=== design 1 ===
==> config.mk <==
export PLATFORM = sky130hd
export DESIGN_NAME = imm_decode_stage
export DESIGN_NICKNAME = d
export VERILOG_FILES = /design/src/rtl/imm_decode_stage.sv
export SDC_FILE = /design/constraint.sdc
export NUM_CORES = 1
export LEC_CHECK = 0
export CAP_MARGIN = 20
export CORE_MARGIN = 2
export CORE_UTILIZATION = 25
export CTS_CLUSTER_DIAMETER = 150
export DETAILED_ROUTE_END_ITERATION = 12
export GPL_TIMING_DRIVEN = 0
export PLACE_DENSITY = 0.51
export SLEW_MARGIN = 5
export SYNTH_ARGS = -nofsm -noshare
export SYNTH_HDL_FRONTEND = slang
export SYNTH_SLANG_ARGS = --single-unit
==> constraint.sdc <==
create_clock -name clk -period 8.3 [get_ports clk]
set_clock_uncertainty 0.05 [all_clocks]
set_input_delay 2.49 -clock clk [delete_from_list [all_inputs] [get_ports clk]]
set_output_delay 2.49 -clock clk [all_outputs]
set_load 0.02 [all_outputs]
==> src/rtl/imm_decode_stage.sv <==
// imm_decode_stage: opcode-derived immediate decode, pc+imm, 2-entry skid buffer, illegal counter.
// Define IMM_RVC_EN to decode 16-bit compressed C.ADDI/C.LI/C.J/C.BEQZ/C.BNEZ.
module imm_decode_stage #(
  parameter int XLEN  = 32,
  parameter int CNT_W = 16
) (
  input  logic             clk,
  input  logic             reset,
  input  logic             in_valid,
  output logic             in_ready,
  input  logic [31:0]      in_instr,
  input  logic [XLEN-1:0]  in_pc,
  output logic             out_valid,
  input  logic             out_ready,
  output logic [31:0]      out_instr,
  output logic [XLEN-1:0]  out_pc,
  output logic [2:0]       out_type,
  output logic [XLEN-1:0]  out_imm,
  output logic [XLEN-1:0]  out_target,
  output logic             out_illegal,
  output logic [CNT_W-1:0] illegal_cnt
);
  localparam logic [2:0] T_R = 3'd0, T_I = 3'd1, T_S = 3'd2, T_B = 3'd3, T_U = 3'd4, T_J = 3'd5, T_N = 3'd7;
  typedef struct packed {
    logic [31:0]     instr;
    logic [XLEN-1:0] pc;
    logic [2:0]      typ;
    logic [XLEN-1:0] imm;
    logic [XLEN-1:0] target;
    logic            ill;
  } ent_t;
  ent_t             r_ent [2];
  logic [1:0]       r_cnt;
  logic             r_head;
  logic [CNT_W-1:0] r_ill_cnt;
  logic [2:0]       w_typ;
  logic             w_ill;
  logic [XLEN-1:0]  w_imm;
  logic [XLEN-1:0]  w_sh;
  logic             w_push;
  logic             w_pop;
  // Widen an already 32-bit sign-extended value to XLEN.
  function automatic logic [XLEN-1:0] sx(input logic [31:0] v);
    logic [XLEN-1:0] r;
    r = {XLEN{v[31]}};
    r[31:0] = v;
    return r;
  endfunction
  always_comb begin
    w_typ = T_N;
    w_ill = 1'b1;
    w_imm = '0;
    w_sh = '0;
    w_sh[5:0] = (XLEN == 64) ? in_instr[25:20] : {1'b0, in_instr[24:20]};
    if (in_instr[1:0] == 2'b11) begin
      w_ill = 1'b0;
      case (in_instr[6:0])
        7'b0110011: w_typ = T_R;
        7'b0010011, 7'b0000011, 7'b1100111, 7'b1110011, 7'b0001111: begin
          w_typ = T_I;
          w_imm = (in_instr[6:0] == 7'b0010011 && in_instr[13:12] == 2'b01) ? w_sh
                : sx({{20{in_instr[31]}}, in_instr[31:20]});
        end
        7'b0100011: begin
          w_typ = T_S;
          w_imm = sx({{20{in_instr[31]}}, in_instr[31:25], in_instr[11:7]});
        end
        7'b1100011: begin
          w_typ = T_B;
          w_imm = sx({{20{in_instr[31]}}, in_instr[7], in_instr[30:25], in_instr[11:8], 1'b0});
        end
        7'b0110111, 7'b0010111: begin
          w_typ = T_U;
          w_imm = sx({in_instr[31:12], 12'h000});
        end
        7'b1101111: begin
          w_typ = T_J;
          w_imm = sx({{12{in_instr[31]}}, in_instr[19:12], in_instr[20], in_instr[30:21], 1'b0});
        end
        default: w_ill = 1'b1;
      endcase
    end
`ifdef IMM_RVC_EN
    else if (in_instr[1:0] == 2'b01) begin
      case (in_instr[15:13])
        3'b000, 3'b010: begin
          w_typ = T_I;
          w_ill = 1'b0;
          w_imm = sx({{26{in_instr[12]}}, in_instr[12], in_instr[6:2]});
        end
        3'b101: begin
          w_typ = T_J;
          w_ill = 1'b0;
          w_imm = sx({{20{in_instr[12]}}, in_instr[12], in_instr[8], in_instr[10:9], in_instr[6], in_instr[7],
                      in_instr[2], in_instr[11], in_instr[5:3], 1'b0});
        end
        3'b110, 3'b111: begin
          w_typ = T_B;
          w_ill = 1'b0;
          w_imm = sx({{23{in_instr[12]}}, in_instr[12], in_instr[6:5], in_instr[2], in_instr[11:10],
                      in_instr[4:3], 1'b0});
        end
        default: w_ill = 1'b1;
      endcase
    end
`endif
  end
  assign in_ready    = r_cnt != 2'd2;
  assign out_valid   = r_cnt != 2'd0;
  assign w_push      = in_valid & in_ready;
  assign w_pop       = out_valid & out_ready;
  assign out_instr   = r_ent[r_head].instr;
  assign out_pc      = r_ent[r_head].pc;
  assign out_type    = r_ent[r_head].typ;
  assign out_imm     = r_ent[r_head].imm;
  assign out_target  = r_ent[r_head].target;
  assign out_illegal = r_ent[r_head].ill;
  assign illegal_cnt = r_ill_cnt;
  always_ff @(posedge clk) begin
    if (reset) begin
      r_cnt <= '0;
      r_head <= 1'b0;
      r_ill_cnt <= '0;
      for (int k = 0; k < 2; k++) begin
        r_ent[k] <= '0;
        r_ent[k].typ <= T_N;
      end
    end else begin
      if (w_push) r_ent[r_head ^ r_cnt[0]] <= '{in_instr, in_pc, w_typ, w_imm, in_pc + w_imm, w_ill};
      if (w_pop) r_head <= ~r_head;
      r_cnt <= r_cnt + 2'(w_push) - 2'(w_pop);
      if (w_push && w_ill && r_ill_cnt != '1) r_ill_cnt <= r_ill_cnt + CNT_W'(1);
    end
  end
endmodule

design_1/clocks.png
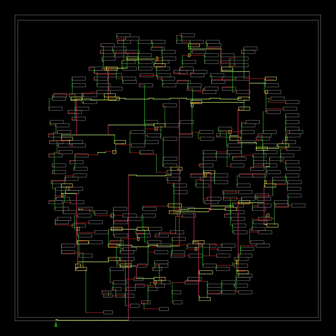
CTS buffer count: 34
clock buf count: 41
CTS Sinks: 284

==> impl_metrics.ini <==
; yosys + openroad results
[outcome]
status = completed

[routing]
drtIter0Drc = 767
drc = 0
wl_met2_um = 23800
via_per_inst = 4.64
dr.pass1.iters = 5

[power]
ir_worst_vdd_mv = 0.114
p_comb_share_pct = 34.4
p_seq_share_pct = 36.9
leakagePower_nw = 7.02

[placed_design]
dp_hpwl_um = 37300

[run]
warning_count = 28

[clock_tree]
clockBufferDepth = 3
htree_levels = 2
cts-hold-fix-buffers = 0
cts.root.buffer_cell = clkbuf_16

[setup_path]
end_kind = flop
cp_slowest_cell = clkdlybuf4s50_1
r2r_cells = 7
crit_end = r_ent[0][29]
r2r-end = r_ent[1][29]
startpoint_type = input port

[hold_path]
min_from = illegal_cnt[8]
holdPathEnd = illegal_cnt[8]

[sta]
max_freq_mhz = 127
setup_viol = 0
rsz0062_at_grt = false
fin_ws_ns = 0.442
post-route-period-util_pct = 94.7
fin_crit_ns = 7.86
final-hold-violation-count = 0
tightestPinTransition_ns = 1.02

[yosys]
postSynthAreaPerCell_um2 = 11.6
synthXorXnorAreaFrac_pct = 3.79
syn_inst = 1293
synth-adder-area-share_pct = 2.47
async_flop_share_pct = 0
synth_cell_types = 92
simple_gate_area_share_pct = 15.8

[cells_and_area]
nets = 1626
comb.multi_input.count = 893
largest_class = registers
antenna_cells = 0

[global_route]
grt_util_met3_pct = 4.59
grt-busiest-layer = met2
antenna_found_initial = 13
grt_pass1_vias = 10800

[floorplanning]
io_pins = 218
die_h_um = 249
core_um2 = 59200
design_1/wires.png
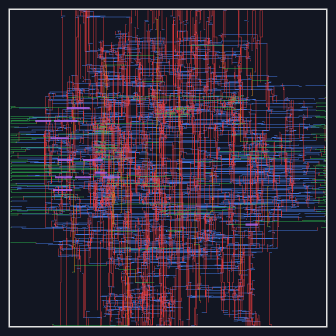
layer	color	wire length
metal 4	orange	1060 µm
metal 1	blue	22.4 mm
metal 5	purple	146 µm
metal 3	green	3170 µm
metal 2	red	23.8 mm
vias: 10800
GRT Overall Usage: 16.1%
drt total wl: 50600 µm
post-DR wirelength/cell: 21.7 µm


=== design 2 ===
design_2/logic_types.png
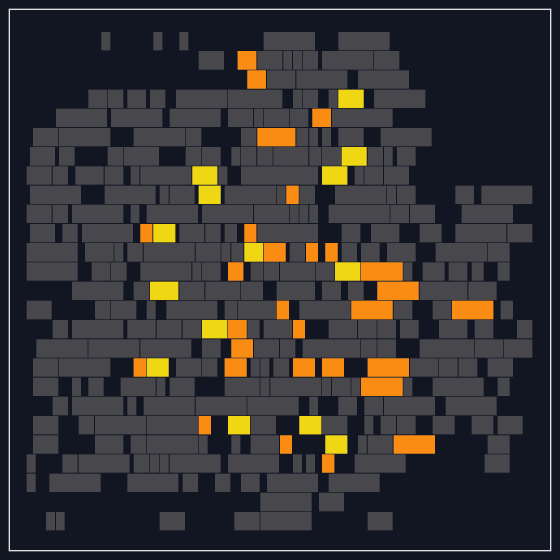
design_2/clk_routes.png
The bar under the picture is 20 µm long.
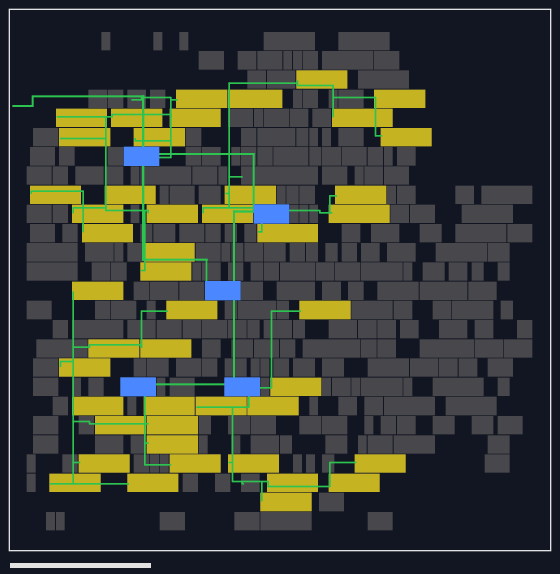
**src/rtl/isa_int_pkg.sv**
```systemverilog
// Shared constants, state encoding and helpers for the interrupt controller.
package isa_int_pkg;

  localparam logic [10:0] ADDR_MASK_DEF  = 11'h7F0;
  localparam logic [10:0] ADDR_PEND_DEF  = 11'h7F1;
  localparam logic [10:0] ADDR_CAUSE_DEF = 11'h7F2;

  localparam int GIE_BIT = 15;

  typedef enum logic [1:0] {
    IDLE = 2'd0,
    REQ  = 2'd1,
    SVC  = 2'd2
  } int_state_e;

  // Index of the lowest set bit; 0 when nothing is set.
  function automatic logic [3:0] lowest_idx(input logic [14:0] v);
    lowest_idx = 4'd0;
    for (int i = 14; i >= 0; i--) begin
      if (v[i]) lowest_idx = 4'(i);
    end
  endfunction

endpackage

```
**src/rtl/int_sync_edge.sv**
```systemverilog
// Two-flop synchronizer for one request line, plus a history flop that
// turns the synchronized level into a single-cycle rise pulse.
module int_sync_edge (
  input  logic i_clk,
  input  logic i_rst,
  input  logic i_async,
  output logic o_level,
  output logic o_rise
);

  logic r_s1;
  logic r_s2;
  logic r_prev;

  always_ff @(posedge i_clk) begin
    if (i_rst) begin
      r_s1   <= 1'b0;
      r_s2   <= 1'b0;
      r_prev <= 1'b0;
    end else begin
      r_s1   <= i_async;
      r_s2   <= r_s1;
      r_prev <= r_s2;
    end
  end

  assign o_level = r_s2;
  assign o_rise  = r_s2 & ~r_prev;

endmodule

```
**src/rtl/int_controller.sv**
```systemverilog
// Prioritized interrupt controller: memory-mapped enable/pending/cause
// registers and a single request/acknowledge/return handshake to the decoder.
//
//   state | meaning
//   IDLE  | nothing in flight, waiting for an eligible source
//   REQ   | int_req high for frozen cause, waiting for int_ack
//   SVC   | handler running, waiting for int_ret
module int_controller
  import isa_int_pkg::*;
#(
  parameter int          NUM_SRC    = 8,
  parameter logic [15:0] EDGE_MASK  = 16'h00FF,
  parameter logic [10:0] ADDR_MASK  = ADDR_MASK_DEF,
  parameter logic [10:0] ADDR_PEND  = ADDR_PEND_DEF,
  parameter logic [10:0] ADDR_CAUSE = ADDR_CAUSE_DEF
) (
  input  logic               CLOCK_50,
  input  logic               reset,
  input  logic [NUM_SRC-1:0] irq_src,
  input  logic [10:0]        cfg_addr,
  input  logic [15:0]        cfg_wdata,
  input  logic               cfg_we,
  output logic [15:0]        cfg_rdata,
  output logic               cfg_hit,
  output logic               int_req,
  input  logic               int_ack,
  input  logic               int_ret,
  output logic               int_active,
  output logic [3:0]         int_cause
);

  logic [NUM_SRC-1:0] w_level;
  logic [NUM_SRC-1:0] w_rise;
  logic [NUM_SRC-1:0] w_elig;
  logic [NUM_SRC-1:0] w_pend_nxt;
  logic [15:0]        w_elig16;
  logic               w_we_mask;
  logic               w_we_pend;
  logic               w_ack_clr;
  logic               w_unused_bits;

  logic [NUM_SRC-1:0] r_pend;
  logic [NUM_SRC-1:0] r_en;
  logic               r_gie;
  logic [3:0]         r_cause;
  logic [3:0]         w_cause_nxt;
  int_state_e         r_state;
  int_state_e         w_state_nxt;

  for (genvar gi = 0; gi < NUM_SRC; gi++) begin : g_src
    int_sync_edge u_sync (
      .i_clk   (CLOCK_50),
      .i_rst   (reset),
      .i_async (irq_src[gi]),
      .o_level (w_level[gi]),
      .o_rise  (w_rise[gi])
    );
  end

  // Edge sources only ever use the rise pulse and level sources only the level.
  assign w_unused_bits = ^{cfg_wdata, w_level, w_rise};

  assign w_we_mask = cfg_we && (cfg_addr == ADDR_MASK);
  assign w_we_pend = cfg_we && (cfg_addr == ADDR_PEND);
  assign w_elig    = r_pend & r_en & {NUM_SRC{r_gie}};
  assign w_elig16  = 16'(w_elig);

  // A fresh rise beats a same-cycle W1C or ack-clear on that bit.
  always_comb begin
    w_pend_nxt = r_pend;
    for (int i = 0; i < NUM_SRC; i++) begin
      if (EDGE_MASK[i]) begin
        w_pend_nxt[i] = w_rise[i] |
                        (r_pend[i] & ~((w_we_pend & cfg_wdata[i]) |
                                       (w_ack_clr & (r_cause == 4'(i)))));
      end else begin
        w_pend_nxt[i] = w_level[i];
      end
    end
  end

  always_ff @(posedge CLOCK_50) begin
    if (reset) begin
      r_en    <= '0;
      r_gie   <= 1'b0;
      r_pend  <= '0;
      r_cause <= 4'd0;
    end else begin
      if (w_we_mask) begin
        r_en  <= cfg_wdata[NUM_SRC-1:0];
        r_gie <= cfg_wdata[GIE_BIT];
      end
      r_pend  <= w_pend_nxt;
      r_cause <= w_cause_nxt;
    end
  end

  always_ff @(posedge CLOCK_50) begin
    if (reset) r_state <= IDLE;
    else       r_state <= w_state_nxt;
  end

  always_comb begin
    w_state_nxt = r_state;
    w_cause_nxt = r_cause;
    w_ack_clr   = 1'b0;
    case (r_state)
      IDLE: begin
        if (|w_elig) begin
          w_cause_nxt = lowest_idx(15'(w_elig));
          w_state_nxt = REQ;
        end
      end
      REQ: begin
        if (int_ack) begin
          w_ack_clr   = 1'b1;
          w_state_nxt = SVC;
        end else if (!w_elig16[r_cause]) begin
          w_state_nxt = IDLE;
        end
      end
      SVC: begin
        if (int_ret) w_state_nxt = IDLE;
      end
      default: w_state_nxt = IDLE;
    endcase
  end

  assign int_req    = (r_state == REQ);
  assign int_active = (r_state == SVC);
  assign int_cause  = r_cause;

  always_comb begin
    cfg_rdata = 16'h0000;
    cfg_hit   = 1'b0;
    if (cfg_addr == ADDR_MASK) begin
      cfg_hit                = 1'b1;
      cfg_rdata[NUM_SRC-1:0] = r_en;
      cfg_rdata[GIE_BIT]     = r_gie;
    end else if (cfg_addr == ADDR_PEND) begin
      cfg_hit                = 1'b1;
      cfg_rdata[NUM_SRC-1:0] = r_pend;
    end else if (cfg_addr == ADDR_CAUSE) begin
      cfg_hit        = 1'b1;
      cfg_rdata[3:0] = r_cause;
    end
  end

endmodule
```
**config.mk**
```make
export PLATFORM = sky130hd
export DESIGN_NAME = int_controller
export DESIGN_NICKNAME = d
export VERILOG_FILES = /design/src/rtl/isa_int_pkg.sv /design/src/rtl/int_sync_edge.sv /design/src/rtl/int_controller.sv
export SDC_FILE = /design/constraint.sdc
export NUM_CORES = 1
export LEC_CHECK = 0
export CAP_MARGIN = 20
export CORE_MARGIN = 2
export CORE_UTILIZATION = 40
export CTS_BUF_LIST = sky130_fd_sc_hd__clkbuf_2 sky130_fd_sc_hd__clkbuf_4 sky130_fd_sc_hd__clkbuf_8
export DETAILED_ROUTE_END_ITERATION = 7
export GPL_ROUTABILITY_DRIVEN = 0
export HOLD_SLACK_MARGIN = 0.12
export PLACE_DENSITY = 0.83
export SYNTH_ARGS = -nofsm -noshare
export SYNTH_HDL_FRONTEND = slang
export SYNTH_SLANG_ARGS = --single-unit
```
**constraint.sdc**
```tcl
create_clock -name CLOCK_50 -period 1.43 [get_ports CLOCK_50]
set_input_delay 0.2145 -clock CLOCK_50 [delete_from_list [all_inputs] [get_ports CLOCK_50]]
set_output_delay 0.2145 -clock CLOCK_50 [all_outputs]
set_load 0.05 [all_outputs]
```
==> impl_metrics.ini <==
; yosys + openroad results
[outcome]
status = finished with violations
violations = setup timing

[routing]
ant_nets = 0

[sta]
fin_crit_ns = 1.84
setup_viol = 16
tns_ns = -3.96
fin_ws_ns = -0.410

[cells_and_area]
fin_util_pct = 65.6
nonClockInverterCount = 6

[setup_path]
startpoint_type = input port
slowest_delay_ns = 0.38
critPathTopFamily = simple AND/OR/NAND/NOR gates

[floorplanning]
tapCellCount = 70

[yosys]
synth_cell_types = 44
synthMuxAreaShare_pct = 8.21

[clock_tree]
cts_tree = built

[power]
ir_worst_vdd_mv = 0.721
About design_2/logic_types.png:
family	color	cells	most used
AND-OR and OR-AND gates	yellow	14	a21o_2
inverting AOI/OAI gates	orange	29	o21ai_0
Comb/total area: 37.0%
dominant logic cell type in the layout: dfxtp_1
Non-Filler Instances: 383

About design_2/clk_routes.png:
[flip-flops] yellow | count: 46
[clock drivers] blue | count: 5
[clock wires] green | length: 453 µm
routed clock nets	6
clk ins delay skew pair: 0.29 ns
Clock Skews: 0.00586 ns
Power Clock: 0.000952 W



==> layout pictures side by side <==
Port wiring.
Plate I
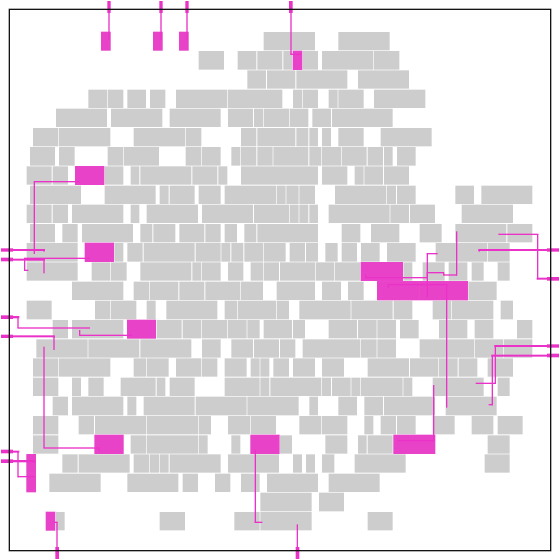
Plate II
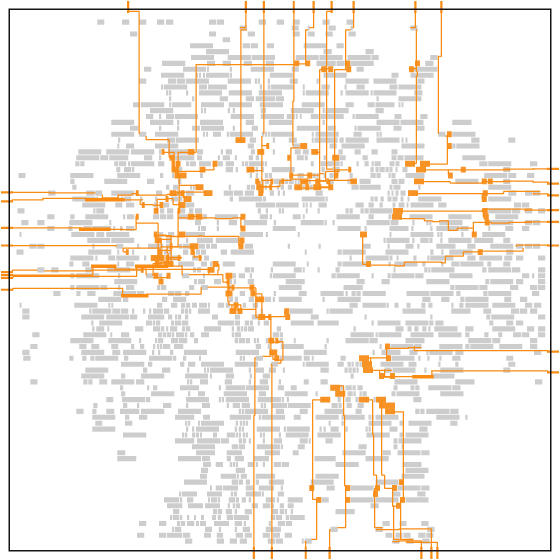
design 1: Plate II
design 2: Plate I
The one with the most cells is Plate II.

No activity file was given, so power comes from the tool's default toggle rates.
